# ibex_ex_ctrl_flat

$ cat src/rtl/ibex_ex_ctrl_if.sv
`default_nettype none
// ============================================================================
// Module   : ibex_ex_ctrl_if
// Purpose  : Bundle of every signal between ID, the EX datapath blocks,
//            writeback and the EX controller (ibex_ex_ctrl).
//            - slave  : the controller's view
//            - master : the environment's view (ID / ex blocks / WB)
// Ports    : in_valid_i/in_ready_o        ID handshake
//            mult_sel_i/div_sel_i         static decoder selects
//            mult_en_o/div_en_o           dynamic ex block enables
//            alu_instr_first_cycle_o      first execute cycle flag
//            ex_valid_i/ex_result_i       ex block result
//            imd_val_we_i/imd_val_d_i     intermediate value writes
//            imd_val_q_o                  intermediate value registers
//            multdiv_ready_id_o           downstream can take the result
//            wb_ready_i                   writeback accepts the result
//            out_valid_o/out_result_o     result to writeback
//            flush_i/timeout_o            kill request / abort pulse
// Revision : 1.0 - initial release
// ============================================================================
interface ibex_ex_ctrl_if;
    logic             in_valid_i;
    logic             in_ready_o;
    logic             mult_sel_i;
    logic             div_sel_i;
    logic             mult_en_o;
    logic             div_en_o;
    logic             alu_instr_first_cycle_o;
    logic             ex_valid_i;
    logic [31:0]      ex_result_i;
    logic [1:0]       imd_val_we_i;
    logic [1:0][33:0] imd_val_d_i;
    logic [1:0][33:0] imd_val_q_o;
    logic             multdiv_ready_id_o;
    logic             wb_ready_i;
    logic             out_valid_o;
    logic [31:0]      out_result_o;
    logic             flush_i;
    logic             timeout_o;

    modport slave (
        input  in_valid_i, mult_sel_i, div_sel_i, ex_valid_i, ex_result_i,
               imd_val_we_i, imd_val_d_i, wb_ready_i, flush_i,
        output in_ready_o, mult_en_o, div_en_o, alu_instr_first_cycle_o,
               imd_val_q_o, multdiv_ready_id_o, out_valid_o, out_result_o,
               timeout_o
    );

    modport master (
        output in_valid_i, mult_sel_i, div_sel_i, ex_valid_i, ex_result_i,
               imd_val_we_i, imd_val_d_i, wb_ready_i, flush_i,
        input  in_ready_o, mult_en_o, div_en_o, alu_instr_first_cycle_o,
               imd_val_q_o, multdiv_ready_id_o, out_valid_o, out_result_o,
               timeout_o
    );
endinterface
`default_nettype wire

$ cat src/rtl/ibex_ex_ctrl.sv
`default_nettype none
// ============================================================================
// Module   : ibex_ex_ctrl
// Purpose  : Execute-stage sequencing controller. Tracks single- and
//            multi-cycle instructions (IDLE / MULTI / HOLD), gates the
//            multiplier/divider enables, owns the two intermediate value
//            registers, and holds a finished result while writeback stalls.
// Ports    : clk_i  - core clock, rising edge
//            rst_i  - synchronous active-high reset
//            bus    - ibex_ex_ctrl_if.slave (see interface file)
// Params   : TimeoutCycles (2..255, default 64) - MULTI abort limit
// Config   : IBEX_EX_CTRL_TIMEOUT_EN - when defined, a MULTI instruction
//            still without a result when the cycle counter reaches
//            TimeoutCycles is aborted with a one-cycle timeout_o pulse.
//            When undefined, timeout_o is 0 and MULTI waits indefinitely.
// Revision : 1.0 - initial release
// ============================================================================
module ibex_ex_ctrl #(
    parameter int unsigned TimeoutCycles = 64
) (
    input  wire          clk_i,
    input  wire          rst_i,
    ibex_ex_ctrl_if.slave bus
);

    typedef enum logic [1:0] {
        ST_IDLE  = 2'd0,
        ST_MULTI = 2'd1,
        ST_HOLD  = 2'd2
    } state_e;

    localparam logic [7:0] c_TIMEOUT = 8'(TimeoutCycles);

    state_e           r_state;
    state_e           w_state_nxt;
    logic [1:0][33:0] r_imd;
    logic [31:0]      r_result;
    logic [7:0]       r_cnt;
    logic [7:0]       w_cnt_cur;

    logic             w_in_ready;
    logic             w_out_valid;
    logic [31:0]      w_out_result;
    logic             w_mult_en;
    logic             w_div_en;
    logic             w_first;
    logic             w_mdr;
    logic             w_timeout;
    logic             w_imd_wr;
    logic             w_imd_clr;
    logic             w_capture;
    logic             w_to_arm;
    logic             w_to_hit;

    // Cycle number of the current instruction: the first cycle (IDLE) is
    // always 1; afterwards the register holds the running count.
    assign w_cnt_cur = (r_state == ST_IDLE) ? 8'd1 : r_cnt;

`ifdef IBEX_EX_CTRL_TIMEOUT_EN
    assign w_to_arm = 1'b1;
`else
    assign w_to_arm = 1'b0;
`endif

    // The limit compare is shared by both builds; the arm bit removes it
    // entirely when the abort feature is not built in.
    assign w_to_hit = w_to_arm & (w_cnt_cur == c_TIMEOUT);

    always_comb begin
        w_state_nxt  = r_state;
        w_in_ready   = 1'b0;
        w_out_valid  = 1'b0;
        w_out_result = bus.ex_result_i;
        w_mult_en    = 1'b0;
        w_div_en     = 1'b0;
        w_first      = 1'b0;
        w_mdr        = 1'b0;
        w_timeout    = 1'b0;
        w_imd_wr     = 1'b0;
        w_imd_clr    = 1'b0;
        w_capture    = 1'b0;

        case (r_state)
            ST_IDLE: begin
                w_mdr = bus.wb_ready_i;
                if (bus.in_valid_i) begin
                    w_first     = 1'b1;
                    w_mult_en   = bus.mult_sel_i;
                    w_div_en    = bus.div_sel_i;
                    w_imd_wr    = 1'b1;
                    w_out_valid = bus.ex_valid_i;
                    if (bus.ex_valid_i) begin
                        if (bus.wb_ready_i) begin
                            w_in_ready = 1'b1;
                        end else begin
                            w_state_nxt = ST_HOLD;
                            w_capture   = 1'b1;
                        end
                    end else begin
                        w_state_nxt = ST_MULTI;
                    end
                end
            end
            ST_MULTI: begin
                w_mdr       = bus.wb_ready_i;
                w_mult_en   = bus.mult_sel_i;
                w_div_en    = bus.div_sel_i;
                w_imd_wr    = 1'b1;
                w_out_valid = bus.ex_valid_i;
                if (bus.ex_valid_i) begin
                    if (bus.wb_ready_i) begin
                        w_in_ready  = 1'b1;
                        w_state_nxt = ST_IDLE;
                    end else begin
                        w_state_nxt = ST_HOLD;
                        w_capture   = 1'b1;
                    end
                end else if (w_to_hit) begin
                    // Abort: retire without a result and drop partial state.
                    w_timeout   = 1'b1;
                    w_in_ready  = 1'b1;
                    w_imd_clr   = 1'b1;
                    w_state_nxt = ST_IDLE;
                end
            end
            ST_HOLD: begin
                w_out_valid  = 1'b1;
                w_out_result = r_result;
                if (bus.wb_ready_i) begin
                    w_in_ready  = 1'b1;
                    w_state_nxt = ST_IDLE;
                end
            end
            default: begin
                w_state_nxt = ST_IDLE;
            end
        endcase

        // Flush (and reset, so a killed instruction never appears retired)
        // overrides every transition and silences the handshakes.
        if (bus.flush_i || rst_i) begin
            w_state_nxt = ST_IDLE;
            w_in_ready  = 1'b0;
            w_out_valid = 1'b0;
            w_mult_en   = 1'b0;
            w_div_en    = 1'b0;
            w_timeout   = 1'b0;
            w_imd_wr    = 1'b0;
            w_imd_clr   = 1'b1;
            w_capture   = 1'b0;
        end
    end

    always_ff @(posedge clk_i) begin
        if (rst_i) begin
            r_state  <= ST_IDLE;
            r_imd    <= '0;
            r_result <= '0;
            r_cnt    <= '0;
        end else begin
            r_state <= w_state_nxt;

            if (w_capture) begin
                r_result <= bus.ex_result_i;
            end

            case (w_state_nxt)
                ST_MULTI: r_cnt <= (w_cnt_cur == 8'hFF) ? 8'hFF : w_cnt_cur + 8'd1;
                ST_HOLD:  r_cnt <= w_cnt_cur;
                default:  r_cnt <= 8'd0;
            endcase

            if (w_imd_clr) begin
                r_imd <= '0;
            end else if (w_imd_wr) begin
                for (int k = 0; k < 2; k++) begin
                    if (bus.imd_val_we_i[k]) begin
                        r_imd[k] <= bus.imd_val_d_i[k];
                    end
                end
            end
        end
    end

    assign bus.in_ready_o              = w_in_ready;
    assign bus.out_valid_o             = w_out_valid;
    assign bus.out_result_o            = w_out_result;
    assign bus.mult_en_o               = w_mult_en;
    assign bus.div_en_o                = w_div_en;
    assign bus.alu_instr_first_cycle_o = w_first;
    assign bus.multdiv_ready_id_o      = w_mdr;
    assign bus.timeout_o               = w_timeout;
    assign bus.imd_val_q_o             = r_imd;

endmodule
`default_nettype wire

$ cat src/flat_wrapper.sv
// flat-port wrapper written by rule: the top's interface ports become plain ports
module ibex_ex_ctrl_flat 
#(
    parameter int unsigned TimeoutCycles = 64
)
  (clk_i, rst_i, bus_in_valid_i, bus_mult_sel_i, bus_div_sel_i, bus_ex_valid_i, bus_ex_result_i, bus_imd_val_we_i, bus_imd_val_d_i, bus_wb_ready_i, bus_flush_i, bus_in_ready_o, bus_mult_en_o, bus_div_en_o, bus_alu_instr_first_cycle_o, bus_imd_val_q_o, bus_multdiv_ready_id_o, bus_out_valid_o, bus_out_result_o, bus_timeout_o);
  ibex_ex_ctrl_if bus_i ();
  input  wire clk_i;
  input  wire rst_i;
  input wire logic [$bits(bus_i.in_valid_i)-1:0] bus_in_valid_i;
  input wire logic [$bits(bus_i.mult_sel_i)-1:0] bus_mult_sel_i;
  input wire logic [$bits(bus_i.div_sel_i)-1:0] bus_div_sel_i;
  input wire logic [$bits(bus_i.ex_valid_i)-1:0] bus_ex_valid_i;
  input wire logic [$bits(bus_i.ex_result_i)-1:0] bus_ex_result_i;
  input wire logic [$bits(bus_i.imd_val_we_i)-1:0] bus_imd_val_we_i;
  input wire logic [$bits(bus_i.imd_val_d_i)-1:0] bus_imd_val_d_i;
  input wire logic [$bits(bus_i.wb_ready_i)-1:0] bus_wb_ready_i;
  input wire logic [$bits(bus_i.flush_i)-1:0] bus_flush_i;
  output wire logic [$bits(bus_i.in_ready_o)-1:0] bus_in_ready_o;
  output wire logic [$bits(bus_i.mult_en_o)-1:0] bus_mult_en_o;
  output wire logic [$bits(bus_i.div_en_o)-1:0] bus_div_en_o;
  output wire logic [$bits(bus_i.alu_instr_first_cycle_o)-1:0] bus_alu_instr_first_cycle_o;
  output wire logic [$bits(bus_i.imd_val_q_o)-1:0] bus_imd_val_q_o;
  output wire logic [$bits(bus_i.multdiv_ready_id_o)-1:0] bus_multdiv_ready_id_o;
  output wire logic [$bits(bus_i.out_valid_o)-1:0] bus_out_valid_o;
  output wire logic [$bits(bus_i.out_result_o)-1:0] bus_out_result_o;
  output wire logic [$bits(bus_i.timeout_o)-1:0] bus_timeout_o;
  assign bus_i.in_valid_i = bus_in_valid_i;
  assign bus_i.mult_sel_i = bus_mult_sel_i;
  assign bus_i.div_sel_i = bus_div_sel_i;
  assign bus_i.ex_valid_i = bus_ex_valid_i;
  assign bus_i.ex_result_i = bus_ex_result_i;
  assign bus_i.imd_val_we_i = bus_imd_val_we_i;
  assign bus_i.imd_val_d_i = bus_imd_val_d_i;
  assign bus_i.wb_ready_i = bus_wb_ready_i;
  assign bus_i.flush_i = bus_flush_i;
  assign bus_in_ready_o = bus_i.in_ready_o;
  assign bus_mult_en_o = bus_i.mult_en_o;
  assign bus_div_en_o = bus_i.div_en_o;
  assign bus_alu_instr_first_cycle_o = bus_i.alu_instr_first_cycle_o;
  assign bus_imd_val_q_o = bus_i.imd_val_q_o;
  assign bus_multdiv_ready_id_o = bus_i.multdiv_ready_id_o;
  assign bus_out_valid_o = bus_i.out_valid_o;
  assign bus_out_result_o = bus_i.out_result_o;
  assign bus_timeout_o = bus_i.timeout_o;
  ibex_ex_ctrl #(.TimeoutCycles(TimeoutCycles)) u_core (.clk_i(clk_i), .rst_i(rst_i), .bus(bus_i));
endmodule
$ cat config.mk
export PLATFORM = sky130hd
export DESIGN_NAME = ibex_ex_ctrl_flat
export DESIGN_NICKNAME = d
export VERILOG_FILES = /design/src/rtl/ibex_ex_ctrl_if.sv /design/src/rtl/ibex_ex_ctrl.sv /design/src/flat_wrapper.sv
export SDC_FILE = /design/constraint.sdc
export NUM_CORES = 1
export LEC_CHECK = 0
export CAP_MARGIN = 20
export CELL_PAD_IN_SITES_DETAIL_PLACEMENT = 1
export CELL_PAD_IN_SITES_GLOBAL_PLACEMENT = 1
export CORE_UTILIZATION = 26
export CTS_CLUSTER_SIZE = 24
export DETAILED_ROUTE_END_ITERATION = 12
export PLACE_DENSITY_LB_ADDON = 0.2
export RECOVER_POWER = 100
export SLEW_MARGIN = 15
export SYNTH_ARGS = -nofsm -noshare
export SYNTH_HDL_FRONTEND = slang
export SYNTH_SLANG_ARGS = --single-unit
$ cat constraint.sdc
create_clock -name clk_i -period 1.8 [get_ports clk_i]
set_clock_uncertainty 0.15 [all_clocks]
set_input_delay 0.45 -clock clk_i [delete_from_list [all_inputs] [get_ports clk_i]]
set_output_delay 0.45 -clock clk_i [all_outputs]
set_load 0.005 [all_outputs]
### Metal 2, ibex_ex_ctrl_flat

Scale: 4 px per um.
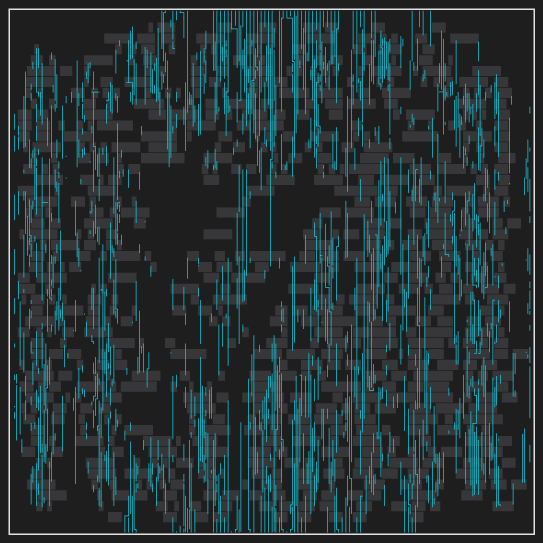
wire length on this layer: 7610 um
nets with wire on the layer: 739
main direction: vertical
share of all routed wire: 48%
M2 GR Usage: 0.3100
routed via count: 4292
Post-Route WL: 15960 um

==> run_results.csv <==
group,metric,value,unit
worst_setup_path,reg2reg_slack,-130,ps
die,nWellTaps,216,
status,failed_checks,"negative setup slack",
clock_tree,clk_latency,340,ps
yosys,synth_warnings,0,
layout,drive_gt1_frac,0.2769,
yosys,top_cell,"dfxtp_1",
timing,setup_slack,-333.0,ps
yosys,async_flop_share,0,
routing,top_layer_used,"met5",
timing,setup_violations,63,
clock_tree,cts_resized,274,
global_route,grt_pass1_wl,23980,um
worst_setup_path,rr_worst_depth,9,
pwr,comb-power,0.000846,W
routing,viasPerCell,4.610,
worst_hold_path,min_path_type,"flip-flop to flip-flop",
global_route,grt_max_degree,39,
status,status,"complete, but fails checks",
pwr,p_total,0.005437,W
routing,wl_met3,1522,um
worst_setup_path,crit_buf_inv,3,
worst_setup_path,cp_max_fo,6,
### Cell classes on the final placement, ibex_ex_ctrl_flat

Scale: 3 px per um. Fill, decap, tap and diode cells in gray.
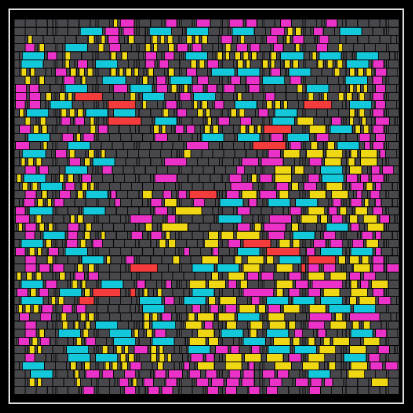
legend:
  flops:
    color: cyan
    cells: 102
    share_of_their_area: 27%
  clock drivers and dummy loads:
    color: red
    cells: 15
    share_of_their_area: 4.5%
  other buffers and delay cells:
    color: magenta
    cells: 273
    share_of_their_area: 37%
  combinational and other logic:
    color: yellow
    cells: 325
    share_of_their_area: 31%
fin util: 0.4828
sequential cell area share: 0.2647


# bit_serial_substractor

### Metal 2, bit_serial_substractor

Scale: 6 px per um.
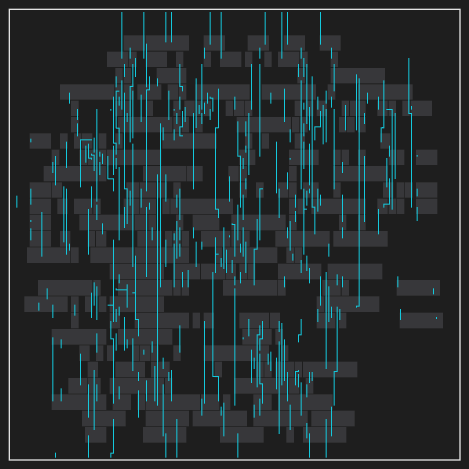
### Clock routing, bit_serial_substractor

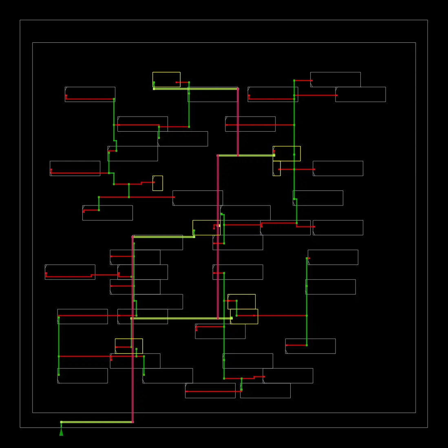
**config.mk**
```make
export PLATFORM = sky130hd
export DESIGN_NAME = bit_serial_substractor
export DESIGN_NICKNAME = d
export VERILOG_FILES = /design/src/rtl/bit_serial_substractor_pkg.sv /design/src/rtl/bit_serial_substractor_cell.sv /design/src/rtl/bit_serial_substractor.sv
export SDC_FILE = /design/constraint.sdc
export NUM_CORES = 1
export LEC_CHECK = 0
export ABC_AREA = 1
export CAP_MARGIN = 15
export CORE_MARGIN = 2
export CORE_UTILIZATION = 35
export DETAILED_ROUTE_END_ITERATION = 10
export GPL_ROUTABILITY_DRIVEN = 0
export PLACE_DENSITY = 0.57
export SYNTH_ARGS = -nofsm -noshare
export SYNTH_HDL_FRONTEND = slang
export SYNTH_SLANG_ARGS = --single-unit
```
**constraint.sdc**
```tcl
create_clock -name clk -period 1.85 [get_ports clk]
set_clock_uncertainty 0.15 [all_clocks]
set_input_delay 0.37 -clock clk [delete_from_list [all_inputs] [get_ports clk]]
set_output_delay 0.37 -clock clk [all_outputs]
set_load 0.1 [all_outputs]
```
**src/rtl/bit_serial_substractor_pkg.sv**
```systemverilog
// Shared definitions for the serial add/sub sequencers.
// FSM state encoding and width limits.
package bit_serial_substractor_pkg;

  typedef enum logic [1:0] {
    ST_IDLE  = 2'd0,
    ST_SHIFT = 2'd1,
    ST_DONE  = 2'd2
  } state_t;

  localparam int WIDTH_MIN = 2;
  localparam int WIDTH_MAX = 32;

endpackage

```
**src/rtl/bit_serial_substractor_cell.sv**
```systemverilog
// One-bit full subtractor: d = a - b - bin.
// Purely combinational; the only subtraction logic.
module full_substractor_cell (
  input  logic a,
  input  logic b,
  input  logic bin,
  output logic d,
  output logic bout
);

  assign d    = a ^ b ^ bin;
  assign bout = (~a & b) | (~(a ^ b) & bin);

endmodule

```
**src/rtl/bit_serial_substractor.sv**
```systemverilog
// Bit-serial subtractor, LSB first, one bit per clock.
// Optional signed overflow port: SERIAL_SUB_OVF_EN.
module bit_serial_substractor
  import bit_serial_substractor_pkg::*;
#(
  parameter int WIDTH = 8
) (
  input  logic             clk,
  input  logic             rst_n,
  input  logic             start,
  input  logic [WIDTH-1:0] a_in,
  input  logic [WIDTH-1:0] b_in,
  input  logic             borrow_in,
  output logic             busy,
  output logic             done,
`ifdef SERIAL_SUB_OVF_EN
  output logic             ovf,
`endif
  output logic [WIDTH-1:0] diff,
  output logic             borrow_out
);

  localparam int CW = $clog2(WIDTH);
  localparam logic [CW-1:0] LAST = CW'(WIDTH - 1);

  state_t           state;
  logic [WIDTH-1:0] a_sr;
  logic [WIDTH-1:0] b_sr;
  logic [WIDTH-2:0] d_sr;
  logic [CW-1:0]    count;
  logic             br;
  logic             d;
  logic             bo;
  logic [WIDTH-1:0] dnext;

  full_substractor_cell u_cell (
    .a    (a_sr[0]),
    .b    (b_sr[0]),
    .bin  (br),
    .d    (d),
    .bout (bo)
  );

  // new diff bit enters at the MSB, older bits move toward the LSB
  assign dnext = {d, d_sr};

  assign busy = (state != ST_IDLE);
  assign done = (state == ST_DONE);

  // sequencer: capture, shift through the cell, latch the result
  always_ff @(posedge clk or negedge rst_n) begin
    if (!rst_n) begin
      state      <= ST_IDLE;
      a_sr       <= '0;
      b_sr       <= '0;
      d_sr       <= '0;
      count      <= '0;
      br         <= 1'b0;
      diff       <= '0;
      borrow_out <= 1'b0;
`ifdef SERIAL_SUB_OVF_EN
      ovf        <= 1'b0;
`endif
    end else begin
      unique case (state)
        ST_IDLE: begin
          if (start) begin
            a_sr  <= a_in;
            b_sr  <= b_in;
            br    <= borrow_in;
            count <= '0;
            state <= ST_SHIFT;
          end
        end
        ST_SHIFT: begin
          a_sr  <= a_sr >> 1;
          b_sr  <= b_sr >> 1;
          d_sr  <= dnext[WIDTH-1:1];
          br    <= bo;
          count <= count + 1'b1;
          if (count == LAST) begin
            diff       <= dnext;
            borrow_out <= bo;
`ifdef SERIAL_SUB_OVF_EN
            ovf        <= (a_sr[0] != b_sr[0]) && (d != a_sr[0]);
`endif
            state      <= ST_DONE;
          end
        end
        ST_DONE: begin
          state <= ST_IDLE;
        end
        default: begin
          state <= ST_IDLE;
        end
      endcase
    end
  end

endmodule

```
==> run_results.csv <==
group,metric,value,unit
routing,dr.pass1.iters,5,
yosys,logic_family,"simple AND/OR/NAND/NOR gates",
worst_hold_path,min_to,"a_sr[7]",
timing,setup_violations,0,
worst_setup_path,cpMaxStageDelayCell,"dfrtp_1",
yosys,synth_flops,38,
status,status,"finished, final reports clean",
die,rows,25,
global_route,grt_pass1_wl,6182,um
worst_setup_path,cp_cell_sequence,"buf_4 -> nor2_4 -> buf_12",
worst_hold_path,min_path_type,"flip-flop to flip-flop",
layout,sh_comb_area,0.2928,
yosys,ys_sh_mux,0,
worst_setup_path,endpoint,"done",
global_route,grt_util_all_layers,0.1482,
clock_tree,cts_tree,"done",
timing,fin_setup_tns,0,ps
worst_setup_path,max_stage_delay,390,ps
yosys,flop_cell,"dfrtp_1",
yosys,syn-instance-count,209,
worst_setup_path,crit_cells,3,
timing,max_freq,0.5717,GHz
pwr,clock_power,0.000590,W
layout,drive_gt1_frac,0.1762,
yosys,async_flop_share,1.000,
clock_tree,clockBufferDepth,2,
layout,final-nonclk-buf-share,0.2058,
yosys,synthDistinctLibCells,17,
global_route,grtUsageMet3,0.04016,
pwr,powerDensity,1876,nW/um2
worst_setup_path,crit_buf_inv,2,
pwr,p_sw_frac,0.4672,
worst_setup_path,reg2reg_slack,320,ps
clock_tree,post_cts_buffers,0,
routing,drt-met1-wl,1720,um
layout,multi_input_comb_cells,146,
worst_hold_path,holdPathStages,2,
place,pre_cts_ws,164.1,ps
clock_tree,cts-root-buf,"clkbuf_8",
worst_setup_path,cp-start-kind,"flip-flop",
yosys,synth_warnings,0,
layout,fillers,475,
die,fp-utilization,0.3673,
pwr,ir_worst_vdd,1.100,mV
Notes on 'Metal 2' of bit_serial_substractor above:
share of all routed wire: 43%
wire length on this layer: 1480 um
main direction: vertical
routed via count: 1388
Post-Route WL: 3431 um

Notes on 'Clock routing' of bit_serial_substractor above:
clk_buf instances: 7
flop count: 38
CTS buffer count: 5
clock latency (worst-skew pair): 290 ps


# prog_seq

### Cell classes on the final placement, prog_seq

Scale: 3 px per um. Fill, decap, tap and diode cells in gray.
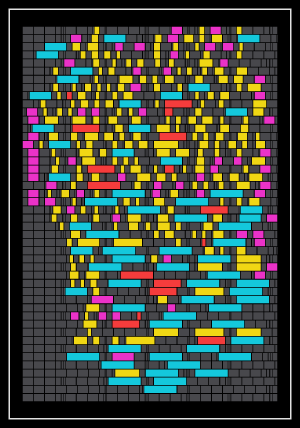
### Metal 2, prog_seq

Scale: 3 px per um.
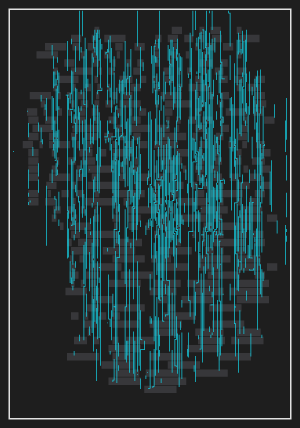
<file path="src/rtl/prog_seq_pkg.sv">
`default_nettype none
// ============================================================================
// Module   : prog_seq_pkg
// Purpose  : Shared types and helpers for the multi-program sequencer.
// Revision : 1.0 - initial release
// ============================================================================
package prog_seq_pkg;

    // Widest entry table the helper can index.
    localparam int c_TBLW = 1024;

    typedef enum logic [2:0] {
        ST_IDLE     = 3'd0,
        ST_ARMED    = 3'd1,
        ST_RUN      = 3'd2,
        ST_HALTED   = 3'd3,
        ST_FINISHED = 3'd4
    } state_t;

    // Per-cycle control action, resolved by fixed priority in RUN.
    typedef enum logic [2:0] {
        CT_INC   = 3'd0,
        CT_STALL = 3'd1,
        CT_HALT  = 3'd2,
        CT_RET   = 3'd3,
        CT_CALL  = 3'd4,
        CT_BABS  = 3'd5,
        CT_BREL  = 3'd6
    } ctrl_t;

    // Caller truncates the result to its own width to obtain entry idx.
    function automatic logic [c_TBLW-1:0] entry_of(input logic [c_TBLW-1:0] tbl,
                                                   input int idx,
                                                   input int w);
        return tbl >> (idx * w);
    endfunction

endpackage
`default_nettype wire

</file>
<file path="src/rtl/prog_seq_ret_stack.sv">
`default_nettype none
// ============================================================================
// Module   : ret_stack
// Purpose  : Return-address LIFO with full/empty flags and synchronous clear.
// Revision : 1.0 - initial release
// ============================================================================
module ret_stack #(
    parameter int W     = 10,
    parameter int DEPTH = 4
) (
    input  logic         Clk,
    input  logic         Reset,
    input  logic         Clear,
    input  logic         Push,
    input  logic         Pop,
    input  logic [W-1:0] DIn,
    output logic [W-1:0] DOut,
    output logic         Full,
    output logic         Empty
);

    localparam int c_AW = $clog2(DEPTH);

    logic [W-1:0]    r_mem [DEPTH];
    logic [c_AW:0]   r_cnt;
    logic [c_AW-1:0] w_wr_ptr;
    logic [c_AW-1:0] w_rd_ptr;
    logic            w_do_push;

    assign w_wr_ptr  = r_cnt[c_AW-1:0];
    assign w_rd_ptr  = w_wr_ptr - 1'b1;
    // Depth is a power of two, so the count MSB alone marks "full".
    assign Full      = r_cnt[c_AW];
    assign Empty     = (r_cnt == '0);
    assign DOut      = r_mem[w_rd_ptr];
    assign w_do_push = Push && !Full && !Reset && !Clear;

    always_ff @(posedge Clk) begin
        if (Reset || Clear) begin
            r_cnt <= '0;
        end else if (Push && !Full) begin
            r_cnt <= r_cnt + 1'b1;
        end else if (Pop && !Empty) begin
            r_cnt <= r_cnt - 1'b1;
        end
    end

    always_ff @(posedge Clk) begin
        if (w_do_push) begin
            r_mem[w_wr_ptr] <= DIn;
        end
    end

endmodule
`default_nettype wire

</file>
<file path="src/rtl/prog_seq.sv">
`default_nettype none
// ============================================================================
// Module   : prog_seq
// Purpose  : Multi-program sequencer driving the instruction ROM address.
// Revision : 1.0 - initial release
// ============================================================================
module prog_seq
    import prog_seq_pkg::*;
#(
    parameter int               L      = 10,
    parameter int               NPROG  = 3,
    parameter logic [NPROG*L-1:0] ENTRY = {10'd4, 10'd2, 10'd1},
    parameter int               SDEPTH = 4
) (
    input  logic                       Clk,
    input  logic                       Reset,
    input  logic                       Start,
    input  logic                       Halt,
    input  logic                       Stall,
    input  logic                       BranchAbs,
    input  logic                       BranchRel,
    input  logic                       Call,
    input  logic                       Ret,
    input  logic [L-1:0]               Target,
    output logic [L-1:0]               ProgCtr,
    output logic [$clog2(NPROG+1)-1:0] ProgIdx,
    output logic                       Running,
    output logic                       Done,
    output logic                       AllDone,
    output logic                       StackErr
);

    localparam int              IW     = $clog2(NPROG + 1);
    localparam logic [IW-1:0]   c_LAST = IW'(NPROG - 1);

    state_t        r_state, w_state_nxt;
    ctrl_t         w_ctrl;
    logic [L-1:0]  r_pc, w_pc_nxt, w_pc_inc, w_entry, w_top;
    logic [IW-1:0] r_idx, w_idx_nxt;
    logic          r_running, r_done, r_alldone, r_stackerr;
    logic          w_done_nxt, w_err_nxt;
    logic          w_push, w_pop, w_clear, w_full, w_empty;

    assign w_pc_inc = r_pc + 1'b1;
    assign w_entry  = L'(entry_of(c_TBLW'(ENTRY), int'(r_idx), L));

    ret_stack #(
        .W     (L),
        .DEPTH (SDEPTH)
    ) u_stack (
        .Clk   (Clk),
        .Reset (Reset),
        .Clear (w_clear),
        .Push  (w_push),
        .Pop   (w_pop),
        .DIn   (w_pc_inc),
        .DOut  (w_top),
        .Full  (w_full),
        .Empty (w_empty)
    );

    always_comb begin
        w_ctrl = CT_INC;
        if (Stall)          w_ctrl = CT_STALL;
        else if (Halt)      w_ctrl = CT_HALT;
        else if (Ret)       w_ctrl = CT_RET;
        else if (Call)      w_ctrl = CT_CALL;
        else if (BranchAbs) w_ctrl = CT_BABS;
        else if (BranchRel) w_ctrl = CT_BREL;
    end

    always_comb begin
        w_state_nxt = r_state;
        w_pc_nxt    = r_pc;
        w_idx_nxt   = r_idx;
        w_done_nxt  = 1'b0;
        w_err_nxt   = r_stackerr;
        w_push      = 1'b0;
        w_pop       = 1'b0;
        w_clear     = 1'b0;
        case (r_state)
            ST_IDLE, ST_HALTED: begin
                if (Start) begin
                    w_state_nxt = ST_ARMED;
                    w_pc_nxt    = w_entry;
                    w_clear     = 1'b1;
                end
            end
            ST_ARMED: begin
                if (!Start) w_state_nxt = ST_RUN;
            end
            ST_RUN: begin
                case (w_ctrl)
                    CT_STALL: ;
                    CT_HALT: begin
                        w_done_nxt = 1'b1;
                        w_idx_nxt  = r_idx + 1'b1;
                        if (r_idx == c_LAST) begin
                            w_state_nxt = ST_FINISHED;
                            w_pc_nxt    = '0;
                        end else begin
                            w_state_nxt = ST_HALTED;
                        end
                    end
                    CT_RET: begin
                        // Underflow still advances so the program keeps fetching.
                        if (w_empty) begin
                            w_pc_nxt  = w_pc_inc;
                            w_err_nxt = 1'b1;
                        end else begin
                            w_pc_nxt  = w_top;
                            w_pop     = 1'b1;
                        end
                    end
                    CT_CALL: begin
                        w_pc_nxt = Target;
                        if (w_full) w_err_nxt = 1'b1;
                        else        w_push    = 1'b1;
                    end
                    CT_BABS: w_pc_nxt = Target;
                    CT_BREL: w_pc_nxt = r_pc + Target;
                    default: w_pc_nxt = w_pc_inc;
                endcase
            end
            ST_FINISHED: w_pc_nxt = '0;
            default:     w_state_nxt = ST_IDLE;
        endcase
    end

    always_ff @(posedge Clk) begin
        if (Reset) begin
            r_state    <= ST_IDLE;
            r_pc       <= '0;
            r_idx      <= '0;
            r_running  <= 1'b0;
            r_done     <= 1'b0;
            r_alldone  <= 1'b0;
            r_stackerr <= 1'b0;
        end else begin
            r_state    <= w_state_nxt;
            r_pc       <= w_pc_nxt;
            r_idx      <= w_idx_nxt;
            r_running  <= (w_state_nxt == ST_RUN);
            r_done     <= w_done_nxt;
            r_alldone  <= (w_state_nxt == ST_FINISHED);
            r_stackerr <= w_err_nxt;
        end
    end

    assign ProgCtr  = r_pc;
    assign ProgIdx  = r_idx;
    assign Running  = r_running;
    assign Done     = r_done;
    assign AllDone  = r_alldone;
    assign StackErr = r_stackerr;

endmodule
`default_nettype wire

</file>
<file path="config.mk">
export PLATFORM = sky130hd
export DESIGN_NAME = prog_seq
export DESIGN_NICKNAME = d
export VERILOG_FILES = /design/src/rtl/prog_seq_pkg.sv /design/src/rtl/prog_seq_ret_stack.sv /design/src/rtl/prog_seq.sv
export SDC_FILE = /design/constraint.sdc
export NUM_CORES = 1
export LEC_CHECK = 0
export CELL_PAD_IN_SITES_DETAIL_PLACEMENT = 2
export CELL_PAD_IN_SITES_GLOBAL_PLACEMENT = 2
export CORE_ASPECT_RATIO = 1.5
export CORE_MARGIN = 4
export CORE_UTILIZATION = 31
export DETAILED_ROUTE_END_ITERATION = 10
export GPL_ROUTABILITY_DRIVEN = 0
export PLACE_DENSITY = 0.73
export SKIP_CTS_REPAIR_TIMING = 1
export SYNTH_ARGS = -nofsm -noshare
export SYNTH_HDL_FRONTEND = slang
export SYNTH_SLANG_ARGS = --single-unit
</file>
<file path="constraint.sdc">
create_clock -name Clk -period 2.6 [get_ports Clk]
set_input_delay 0.52 -clock Clk [delete_from_list [all_inputs] [get_ports Clk]]
set_output_delay 0.52 -clock Clk [all_outputs]
set_load 0.005 [all_outputs]
</file>
==> run_results.csv <==
group,metric,value,unit
status,status,"finished, final reports clean",
worst_hold_path,holdPathStages,2,
layout,fin_area,4414,um2
pwr,p_leak,1.597,nW
clock_tree,cts-root-buf,"clkbuf_16",
clock_tree,clkTransAtPathRegs,60,ps
timing,rsz0062_at_grt,"false",
timing,setup_violations,0,
yosys,logic_family,"AND-OR/OR-AND gates",
worst_setup_path,cp_top_family,"AND-OR/OR-AND gates",
pwr,comb-power,0.000240,W
die,chip_area,12690,um2
die,fp.coreArea,10650,um2
yosys,ys_sh_mux,0.08019,
global_route,grt_max_degree,16,
yosys,yosys.area.top_type_share,0.3548,
global_route,grt_busiest_layer,"met2",
## Picture notes: 'Cell classes on the final placement' of prog_seq
legend:
  combinational and other logic:
    color: yellow
    cells: 226
    share_of_their_area: 40%
  clock drivers and dummy loads:
    color: red
    cells: 16
    share_of_their_area: 7.4%
  flops:
    color: cyan
    cells: 62
    share_of_their_area: 39%
  other buffers and delay cells:
    color: magenta
    cells: 62
    share_of_their_area: 14%
# rows: 46
sequential cell area share: 0.3719

## Picture notes: 'Metal 2' of prog_seq
share of all routed wire: 53%
wire length on this layer: 6110 um
routed via count: 2758
M2 GR Usage: 0.3458
Post-Route WL: 11540 um


# lsu

### I/O nets highlighted, lsu

Scale: 2 px per um.
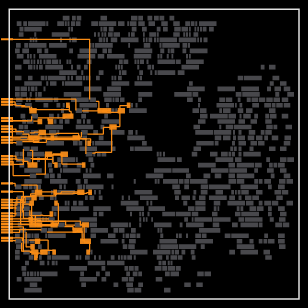
==> config.mk <==
export PLATFORM = sky130hd
export DESIGN_NAME = lsu
export DESIGN_NICKNAME = d
export VERILOG_FILES = /design/src/rtl/lsu_pkg.sv /design/src/rtl/lsu_align.sv /design/src/rtl/lsu.sv
export SDC_FILE = /design/constraint.sdc
export NUM_CORES = 1
export LEC_CHECK = 0
export CORE_MARGIN = 2
export CORE_UTILIZATION = 30
export CTS_CLUSTER_DIAMETER = 80
export DETAILED_ROUTE_END_ITERATION = 12
export PLACE_DENSITY = 0.55
export REMOVE_ABC_BUFFERS = 1
export SLEW_MARGIN = 10
export SYNTH_ARGS = -nofsm -noshare
export SYNTH_HDL_FRONTEND = slang
export SYNTH_SLANG_ARGS = --single-unit
==> constraint.sdc <==
create_clock -name clk -period 3.16 [get_ports clk]
set_input_delay 0.316 -clock clk [delete_from_list [all_inputs] [get_ports clk]]
set_output_delay 0.316 -clock clk [all_outputs]
set_load 0.05 [all_outputs]
==> src/rtl/lsu_pkg.sv <==
// rtl/lsu_pkg.sv - shared LSU FSM encoding, access-size constants and default watchdog limit
package lsu_pkg;

    typedef enum logic [1:0] {
        ST_IDLE = 2'd0,
        ST_BUS  = 2'd1,
        ST_DONE = 2'd2
    } lsu_state_e;

    // Access size encodings on mem_byte_enable (LSB-aligned lane masks)
    localparam logic [3:0] BE_BYTE = 4'b0001;
    localparam logic [3:0] BE_HALF = 4'b0011;
    localparam logic [3:0] BE_WORD = 4'b1111;

    localparam int unsigned LSU_TIMEOUT_DEFAULT = 255;

endpackage

==> src/rtl/lsu_align.sv <==
// rtl/lsu_align.sv - combinational load alignment and sign/zero extension
//
// Ports:
//   rdata_i   bus read word as returned by memory
//   offset_i  byte offset of the access within the word (addr[1:0])
//   size_i    LSB-aligned lane mask (byte / half / word)
//   uns_i     1 = zero-extend, 0 = sign-extend
//   result_o  aligned, extended load value
module lsu_align
    import lsu_pkg::*;
#(
    parameter int DATA_WIDTH      = 32,
    parameter int BYTE_DATA_WIDTH = 4
) (
    input  logic [DATA_WIDTH-1:0]              rdata_i,
    input  logic [$clog2(BYTE_DATA_WIDTH)-1:0] offset_i,
    input  logic [BYTE_DATA_WIDTH-1:0]         size_i,
    input  logic                               uns_i,
    output logic [DATA_WIDTH-1:0]              result_o
);

    logic [DATA_WIDTH-1:0] shifted;
    logic                  sign_b;
    logic                  sign_h;

    assign shifted = rdata_i >> {offset_i, 3'b000};
    assign sign_b  = ~uns_i & shifted[7];
    assign sign_h  = ~uns_i & shifted[15];

    always_comb begin
        result_o = shifted;
        if (size_i == BYTE_DATA_WIDTH'(BE_BYTE)) begin
            result_o = {{(DATA_WIDTH-8){sign_b}}, shifted[7:0]};
        end else if (size_i == BYTE_DATA_WIDTH'(BE_HALF)) begin
            result_o = {{(DATA_WIDTH-16){sign_h}}, shifted[15:0]};
        end
    end

endmodule

==> src/rtl/lsu.sv <==
// rtl/lsu.sv - load/store unit bridging core memory requests onto a single-beat data bus
//
// Optional feature: define LSU_BUS_TIMEOUT_EN to add a bus watchdog that ends a
// BUS phase with mem_err after TIMEOUT_CYCLES cycles without bus_ack.
//
// Ports:
//   clk, rst                 clock, asynchronous active-high reset
//   mem_req/we/byte_enable/unsigned/addr/wdata   core request side
//   mem_valid/rdata/err      core completion side (held until mem_req falls)
//   bus_req/we/addr/be/wdata data bus request (word address, lane-positioned data)
//   bus_ack/rdata            data bus one-cycle completion
module lsu
    import lsu_pkg::*;
#(
    parameter int DATA_WIDTH      = 32,
    parameter int BYTE_DATA_WIDTH = 4,
    parameter int TIMEOUT_CYCLES  = LSU_TIMEOUT_DEFAULT
) (
    input  logic                       clk,
    input  logic                       rst,
    input  logic                       mem_req,
    input  logic                       mem_we,
    input  logic [BYTE_DATA_WIDTH-1:0] mem_byte_enable,
    input  logic                       mem_unsigned,
    input  logic [DATA_WIDTH-1:0]      mem_addr,
    input  logic [DATA_WIDTH-1:0]      mem_wdata,
    output logic                       mem_valid,
    output logic [DATA_WIDTH-1:0]      mem_rdata,
    output logic                       mem_err,
    output logic                       bus_req,
    output logic                       bus_we,
    output logic [DATA_WIDTH-1:0]      bus_addr,
    output logic [BYTE_DATA_WIDTH-1:0] bus_be,
    output logic [DATA_WIDTH-1:0]      bus_wdata,
    input  logic                       bus_ack,
    input  logic [DATA_WIDTH-1:0]      bus_rdata
);

    localparam int OFF_W = $clog2(BYTE_DATA_WIDTH);

    lsu_state_e                 state_q, state_d;
    logic                       we_q, we_d;
    logic [BYTE_DATA_WIDTH-1:0] size_q, size_d;
    logic [BYTE_DATA_WIDTH-1:0] be_q, be_d;
    logic                       uns_q, uns_d;
    logic [OFF_W-1:0]           off_q, off_d;
    logic [DATA_WIDTH-1:0]      addr_q, addr_d;
    logic [DATA_WIDTH-1:0]      wdata_q, wdata_d;
    logic [DATA_WIDTH-1:0]      rdata_q, rdata_d;
    logic                       err_q, err_d;

`ifdef LSU_BUS_TIMEOUT_EN
    localparam int CNT_W = $clog2(TIMEOUT_CYCLES + 1);
    logic [CNT_W-1:0] cnt_q, cnt_d;
`endif

    logic [OFF_W-1:0]      off_in;
    logic                  is_byte, is_half, is_word, legal;
    logic [DATA_WIDTH-1:0] load_data;

    assign off_in  = mem_addr[OFF_W-1:0];
    assign is_byte = (mem_byte_enable == BYTE_DATA_WIDTH'(BE_BYTE));
    assign is_half = (mem_byte_enable == BYTE_DATA_WIDTH'(BE_HALF));
    assign is_word = (mem_byte_enable == BYTE_DATA_WIDTH'(BE_WORD));
    assign legal   = is_byte | (is_half & ~off_in[0]) | (is_word & (off_in == '0));

    lsu_align #(
        .DATA_WIDTH      (DATA_WIDTH),
        .BYTE_DATA_WIDTH (BYTE_DATA_WIDTH)
    ) u_align (
        .rdata_i  (bus_rdata),
        .offset_i (off_q),
        .size_i   (size_q),
        .uns_i    (uns_q),
        .result_o (load_data)
    );

    always_ff @(posedge clk or posedge rst) begin
        if (rst) begin
            state_q <= ST_IDLE;
            we_q    <= 1'b0;
            size_q  <= '0;
            be_q    <= '0;
            uns_q   <= 1'b0;
            off_q   <= '0;
            addr_q  <= '0;
            wdata_q <= '0;
            rdata_q <= '0;
            err_q   <= 1'b0;
`ifdef LSU_BUS_TIMEOUT_EN
            cnt_q   <= '0;
`endif
        end else begin
            state_q <= state_d;
            we_q    <= we_d;
            size_q  <= size_d;
            be_q    <= be_d;
            uns_q   <= uns_d;
            off_q   <= off_d;
            addr_q  <= addr_d;
            wdata_q <= wdata_d;
            rdata_q <= rdata_d;
            err_q   <= err_d;
`ifdef LSU_BUS_TIMEOUT_EN
            cnt_q   <= cnt_d;
`endif
        end
    end

    always_comb begin
        state_d = state_q;
        we_d    = we_q;
        size_d  = size_q;
        be_d    = be_q;
        uns_d   = uns_q;
        off_d   = off_q;
        addr_d  = addr_q;
        wdata_d = wdata_q;
        rdata_d = rdata_q;
        err_d   = err_q;
`ifdef LSU_BUS_TIMEOUT_EN
        cnt_d   = cnt_q;
`endif
        case (state_q)
            ST_IDLE: begin
                if (mem_req) begin
                    we_d    = mem_we;
                    size_d  = mem_byte_enable;
                    uns_d   = mem_unsigned;
                    off_d   = off_in;
                    addr_d  = {mem_addr[DATA_WIDTH-1:OFF_W], {OFF_W{1'b0}}};
                    be_d    = mem_byte_enable << off_in;
                    wdata_d = mem_wdata << {off_in, 3'b000};
                    rdata_d = '0;
                    // Illegal accesses complete immediately without touching the bus
                    err_d   = ~legal;
                    state_d = legal ? ST_BUS : ST_DONE;
`ifdef LSU_BUS_TIMEOUT_EN
                    cnt_d   = '0;
`endif
                end
            end
            ST_BUS: begin
                if (bus_ack) begin
                    rdata_d = we_q ? '0 : load_data;
                    err_d   = 1'b0;
                    state_d = ST_DONE;
                end
`ifdef LSU_BUS_TIMEOUT_EN
                else if (cnt_q == CNT_W'(TIMEOUT_CYCLES - 1)) begin
                    rdata_d = '0;
                    err_d   = 1'b1;
                    state_d = ST_DONE;
                end else begin
                    cnt_d = cnt_q + 1'b1;
                end
`endif
            end
            ST_DONE: begin
                if (!mem_req) begin
                    state_d = ST_IDLE;
                end
            end
            default: state_d = ST_IDLE;
        endcase
    end

    // Bus outputs are qualified by the BUS state so nothing leaks onto the bus
    // for illegal accesses or after reset.
    assign bus_req   = (state_q == ST_BUS);
    assign bus_we    = bus_req & we_q;
    assign bus_addr  = bus_req ? addr_q : '0;
    assign bus_be    = bus_req ? be_q : '0;
    assign bus_wdata = bus_req ? wdata_q : '0;

    assign mem_valid = (state_q == ST_DONE);
    assign mem_rdata = mem_valid ? rdata_q : '0;
    assign mem_err   = mem_valid & err_q;

endmodule

==> run_results.csv <==
group,metric,value,unit
layout,seq_cells,109,
pwr,pg_seq,0.00167,W
yosys,syn-instance-count,633,
layout,seq_area_frac,0.3257,
pwr,power_switching,0.001071,W
pwr,powerDensity,439.9,nW/um2
layout,sh_comb_area,0.3508,
timing,fin_setup_tns,0,ps
timing,setup_slack,521.7,ps
layout,inverters,2,
worst_setup_path,reg2reg_slack,1060,ps
routing,viasPerCell,4.682,
layout,final-nonclk-buf-share,0.2441,
layout,layout.nets,922,
layout,regArea,2728,um2
layout,layout.cells.most_common,"nand2_1",
worst_setup_path,rr_worst_depth,6,
timing,period_minus_slack,2638,ps
global_route,met2_usage,0.2556,
pwr,p_sw_frac,0.2908,
global_route,grt_busiest_layer,"met2",
layout,final_cell_mix,"nand2_1, clkdlybuf4s50_1, dfrtp_1",
place,pre_cts_ws,865.4,ps
worst_setup_path,cp_top_family,"buffers and inverters",
die,chip_area,20790,um2
timing,fin_worst_skew,10.84,ps
routing,wl_met3,1732,um
status,status,"finished, final reports clean",
layout,n_all_buffers,221,
place,post-dp-hpwl,12780,um
layout,antenna_cells,0,
layout,reg.largest.list,"rdata_q: 32 flops, wdata_q: 32 flops, addr_q: 30 flops",
routing,drt-met1-wl,8154,um
timing,max_freq,0.3790,GHz
worst_setup_path,cp_max_fo,30,
global_route,grt_util_all_layers,0.1709,
Notes on 'I/O nets highlighted' of lsu above:
legend:
  `mem_wdata`:
    color: orange
    bits: 32
    direction: input
    edge: west
    end_cells: 48
    buffers: 32
    wire: 1070 um
IO Pins: 210
number of I/O port buffers: 207


# piece_control

### Cell classes on the final placement, piece_control

Scale: 6 px per um. Fill, decap, tap and diode cells in gray.
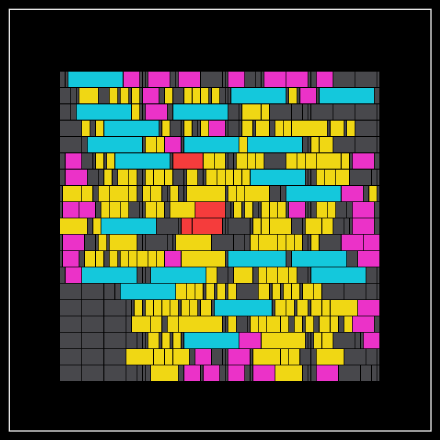
### Metal 2, piece_control

Scale: 6 px per um.
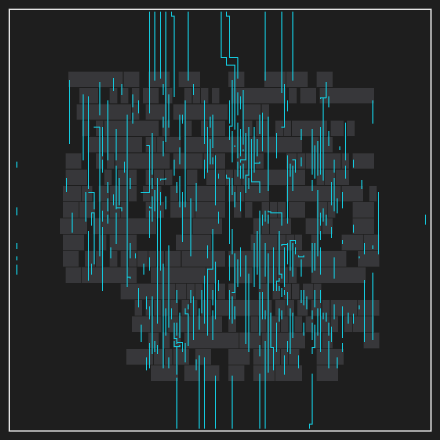
### Clock routing, piece_control

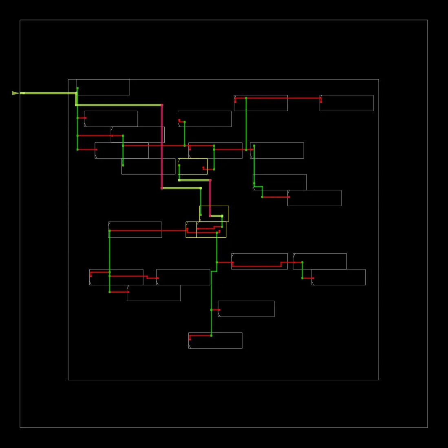
**config.mk**
```make
export PLATFORM = sky130hd
export DESIGN_NAME = piece_control
export DESIGN_NICKNAME = d
export VERILOG_FILES = /design/src/rtl/piece_control_pkg.sv /design/src/rtl/piece_ctrl_arb.sv /design/src/rtl/piece_control.sv
export SDC_FILE = /design/constraint.sdc
export NUM_CORES = 1
export LEC_CHECK = 0
export ABC_AREA = 1
export CAP_MARGIN = 40
export CORE_MARGIN = 8
export CORE_UTILIZATION = 50
export CTS_BUF_LIST = sky130_fd_sc_hd__clkbuf_8
export DETAILED_ROUTE_END_ITERATION = 6
export PLACE_DENSITY = 0.83
export SYNTH_ARGS = -nofsm -noshare
export SYNTH_HDL_FRONTEND = slang
export SYNTH_SLANG_ARGS = --single-unit
```
**constraint.sdc**
```tcl
create_clock -name clk -period 2.4 [get_ports clk]
set_input_delay 0.36 -clock clk [delete_from_list [all_inputs] [get_ports clk]]
set_output_delay 0.36 -clock clk [all_outputs]
set_load 0.1 [all_outputs]
```
**src/rtl/piece_control_pkg.sv**
```systemverilog
// Purpose: shared definitions for the falling-piece controller (board size, states, action encoding).
// Latency: n/a (definitions only).
// Backpressure: n/a.
package piece_control_pkg;

    // Board geometry in cells.
    localparam int BLOCKS_W = 10;
    localparam int BLOCKS_H = 20;

    // Collision/position field widths shared with the collision checkers.
    localparam int X_W   = 4;
    localparam int Y_W   = 5;
    localparam int ROT_W = 2;

    typedef enum logic [2:0] {
        ST_IDLE  = 3'd0,
        ST_SPAWN = 3'd1,
        ST_FALL  = 3'd2,
        ST_LOCK  = 3'd3,
        ST_OVER  = 3'd4
    } state_t;

    // One-hot action selected for the current FALL cycle; all-zero means no action.
    typedef struct packed {
        logic rot;
        logic left;
        logic right;
        logic down;
    } action_t;

    // True when a piece at column x with width w still fits inside a board of width lim.
    function automatic logic fits_width(input logic [X_W-1:0] x,
                                        input logic [3:0]     w,
                                        input int             lim);
        return ({1'b0, x} + {1'b0, w}) <= (X_W+1)'(lim);
    endfunction

endpackage

```
**src/rtl/piece_ctrl_arb.sv**
```systemverilog
// Purpose: pending-gravity flag plus fixed-priority picker (rot > left > right > down) for FALL.
// Latency: action is combinational; a tick becomes a down request from the following cycle.
// Backpressure: none; unselected buttons are dropped, only the tick is remembered.
// Ports: fall = controller is in FALL; hold = controller in IDLE/LOCK/OVER (flag forced clear);
//        tick/btn_* = request pulses; act = one-hot chosen action.
module piece_ctrl_arb
    import piece_control_pkg::*;
(
    input  logic    clk,
    input  logic    rst_n,
    input  logic    fall,
    input  logic    hold,
    input  logic    tick,
    input  logic    btn_rot,
    input  logic    btn_left,
    input  logic    btn_right,
    input  logic    btn_down,
    output action_t act
);

    logic pending;

    always_comb begin
        act = '0;
        if (fall) begin
            if (btn_rot)                   act.rot   = 1'b1;
            else if (btn_left)             act.left  = 1'b1;
            else if (btn_right)            act.right = 1'b1;
            else if (btn_down || pending)  act.down  = 1'b1;
        end
    end

    // A fresh tick outranks the clear so gravity arriving on the same cycle
    // as a down move is not lost.
    always_ff @(posedge clk or negedge rst_n) begin
        if (!rst_n)        pending <= 1'b0;
        else if (hold)     pending <= 1'b0;
        else if (tick)     pending <= 1'b1;
        else if (act.down) pending <= 1'b0;
    end

endmodule

```
**src/rtl/piece_control.sv**
```systemverilog
// Purpose: falling-piece state machine: spawn, move/rotate/drop, lock handshake, game over.
// Latency: accepted action visible on outputs one cycle later; SPAWN takes one cycle.
// Backpressure: lock_valid held in LOCK until lock_ready; inputs ignored meanwhile.
// Ports: start/piece_id spawn control; btn_*/tick requests; can_* collision results;
//        piece_next_w width after next rotation; lock_ready merge accept;
//        piece_* current piece, active/lock_valid/game_over state flags.
module piece_control #(
    parameter int BLOCKS_W = piece_control_pkg::BLOCKS_W,
    parameter int BLOCKS_H = piece_control_pkg::BLOCKS_H,
    parameter int SPAWN_X  = 3
) (
    input  logic       clk,
    input  logic       rst_n,
    input  logic       start,
    input  logic [2:0] piece_id,
    input  logic       btn_left,
    input  logic       btn_right,
    input  logic       btn_rot,
    input  logic       btn_down,
    input  logic       tick,
    input  logic       can_left,
    input  logic       can_right,
    input  logic       can_down,
    input  logic       can_rotate,
    input  logic [3:0] piece_next_w,
    input  logic       lock_ready,
    output logic [3:0] piece_x,
    output logic [4:0] piece_y,
    output logic [1:0] piece_rot,
    output logic [2:0] piece_type,
    output logic       active,
    output logic       lock_valid,
    output logic       game_over
);
    import piece_control_pkg::*;

    state_t  state;
    action_t act;
    logic    rot_ok;
    logic    down_ok;

    piece_ctrl_arb u_arb (
        .clk       (clk),
        .rst_n     (rst_n),
        .fall      (state == ST_FALL),
        .hold      (state == ST_IDLE || state == ST_LOCK || state == ST_OVER),
        .tick      (tick),
        .btn_rot   (btn_rot),
        .btn_left  (btn_left),
        .btn_right (btn_right),
        .btn_down  (btn_down),
        .act       (act)
    );

    assign rot_ok  = can_rotate && fits_width(piece_x, piece_next_w, BLOCKS_W);
    // The floor is normally enforced by can_down; the row guard keeps y in range regardless.
    assign down_ok = can_down && (piece_y < Y_W'(BLOCKS_H - 1));

    always_ff @(posedge clk or negedge rst_n) begin
        if (!rst_n) begin
            state      <= ST_IDLE;
            piece_x    <= '0;
            piece_y    <= '0;
            piece_rot  <= '0;
            piece_type <= '0;
            active     <= 1'b0;
            lock_valid <= 1'b0;
            game_over  <= 1'b0;
        end else begin
            case (state)
                ST_IDLE, ST_OVER: begin
                    if (start) begin
                        state     <= ST_SPAWN;
                        game_over <= 1'b0;
                    end
                end
                ST_SPAWN: begin
                    piece_x    <= X_W'(SPAWN_X);
                    piece_y    <= '0;
                    piece_rot  <= '0;
                    piece_type <= piece_id;
                    state      <= ST_FALL;
                    active     <= 1'b1;
                end
                ST_FALL: begin
                    // A blocked request still consumes the cycle; nothing else runs.
                    if (act.rot) begin
                        if (rot_ok) piece_rot <= piece_rot + ROT_W'(1);
                    end else if (act.left) begin
                        if (can_left) piece_x <= piece_x - X_W'(1);
                    end else if (act.right) begin
                        if (can_right) piece_x <= piece_x + X_W'(1);
                    end else if (act.down) begin
                        if (down_ok) begin
                            piece_y <= piece_y + Y_W'(1);
                        end else begin
                            state      <= ST_LOCK;
                            active     <= 1'b0;
                            lock_valid <= 1'b1;
                        end
                    end
                end
                ST_LOCK: begin
                    if (lock_ready) begin
                        lock_valid <= 1'b0;
                        if (piece_y != '0) begin
                            state <= ST_SPAWN;
                        end else begin
                            state     <= ST_OVER;
                            game_over <= 1'b1;
                        end
                    end
                end
                default: begin
                    state      <= ST_IDLE;
                    active     <= 1'b0;
                    lock_valid <= 1'b0;
                    game_over  <= 1'b0;
                end
            endcase
        end
    end

endmodule

```
==> run_results.csv <==
group,metric,value,unit
yosys,async_flop_share,1.000,
global_route,use_met1,0.1844,
clock_tree,htree_levels,1,
layout,fin_area,1881,um2
layout,fillers,237,
global_route,grt_util_all_layers,0.1411,
yosys,synth-edff-count,0,
timing,max_slew_margin,0.8210,
layout,antenna_cells,0,
worst_setup_path,r2r-end,"piece_x[3]",
worst_setup_path,cp-start-kind,"input pin",
yosys,synth_area,1460,um2
layout,drive_gt1_frac,0.1923,
clock_tree,cts_buffers,3,
timing,tightest_slew,267.6,ps
worst_setup_path,crit_cells,12,
global_route,first_global_vias,1341,
clock_tree,clkTransAtPathRegs,80,ps
yosys,top_cell,"nand2_1",
place,io_buffers,36,
layout,clkCellAreaFrac,0.02462,
pwr,clockPowerShare,0.080,
status,status,"finished, final reports clean",
layout,largestClassByArea,"logic gates",
worst_setup_path,cp_common_cell,"nand2_1",
die,dieWidth,70.04,um
worst_setup_path,cpMaxStageDelayCell,"clkdlybuf4s50_1",
layout,area_growth,28.79,%
job,log.warning_count,27,
worst_setup_path,cp_top_family,"simple AND/OR/NAND/NOR gates",
die,fp.coreArea,2758,um2
layout,inverters,26,
routing,drt_iter0_drc,63,
timing,maxSlewViolCount,0,
layout,reg.largest.list,"piece_y: 5 flops, piece_x: 4 flops",
yosys,synth_flops,21,
clock_tree,cts_tree,"done",
worst_setup_path,critPathLaunch,"piece_next_w[0]",
yosys,ys_sh_mux,0,
## Picture notes: 'Cell classes on the final placement' of piece_control
legend:
  clock drivers and dummy loads:
    color: red
    cells: 4
    share_of_their_area: 2.5%
  other buffers and delay cells:
    color: magenta
    cells: 39
    share_of_their_area: 18%
  flops:
    color: cyan
    cells: 21
    share_of_their_area: 29%
  combinational and other logic:
    color: yellow
    cells: 170
    share_of_their_area: 50%
sequential cell area share: 0.2808
# rows: 19

## Picture notes: 'Metal 2' of piece_control
share of all routed wire: 44%
longest straight run: 28.6 um
Post-Route WL: 3236 um
routed via count: 1307
M2 GR Usage: 0.2173

## Picture notes: 'Clock routing' of piece_control
Clock Skews: 4.564 ps
flop count: 21
clock latency (worst-skew pair): 260 ps
Clock Power: 0.000231 W



==> screenshots <==
Clock distribution.
picture 1
Scale: 4 px per um.
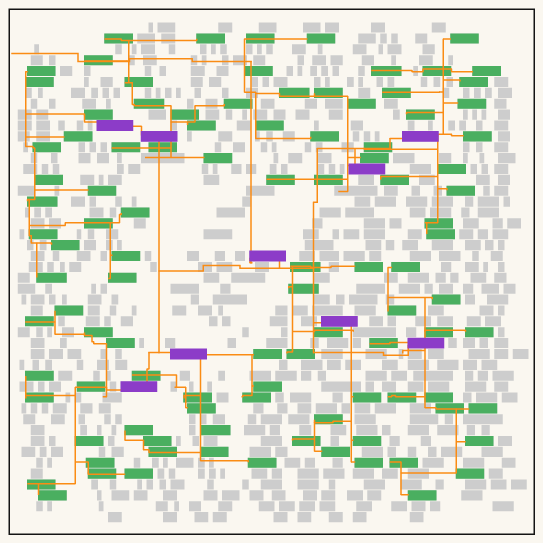
picture 2
Scale: 6 px per um.
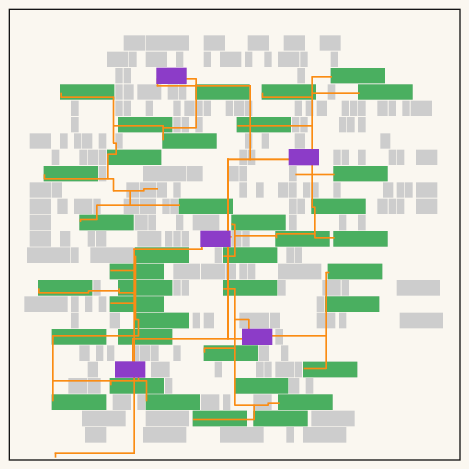
picture 3
Scale: 3 px per um.
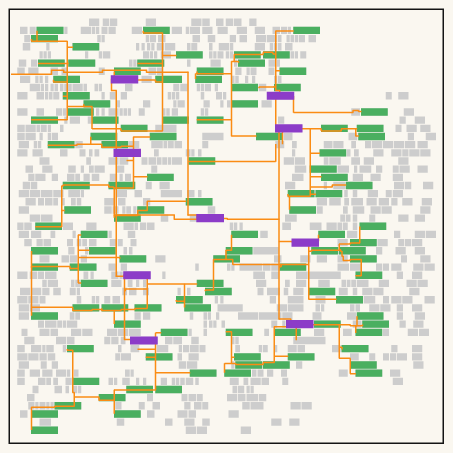
picture 4
Scale: 6 px per um.
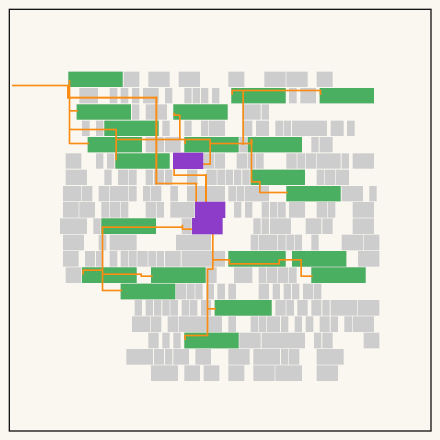
picture 5
Scale: 3 px per um.
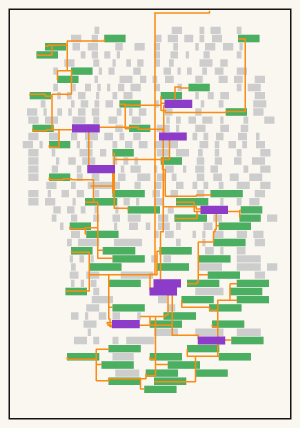
ibex_ex_ctrl_flat -> picture 1
prog_seq -> picture 5
bit_serial_substractor -> picture 2
lsu -> picture 3
piece_control -> picture 4

No activity file was given, so power comes from the tool's default toggle rates.
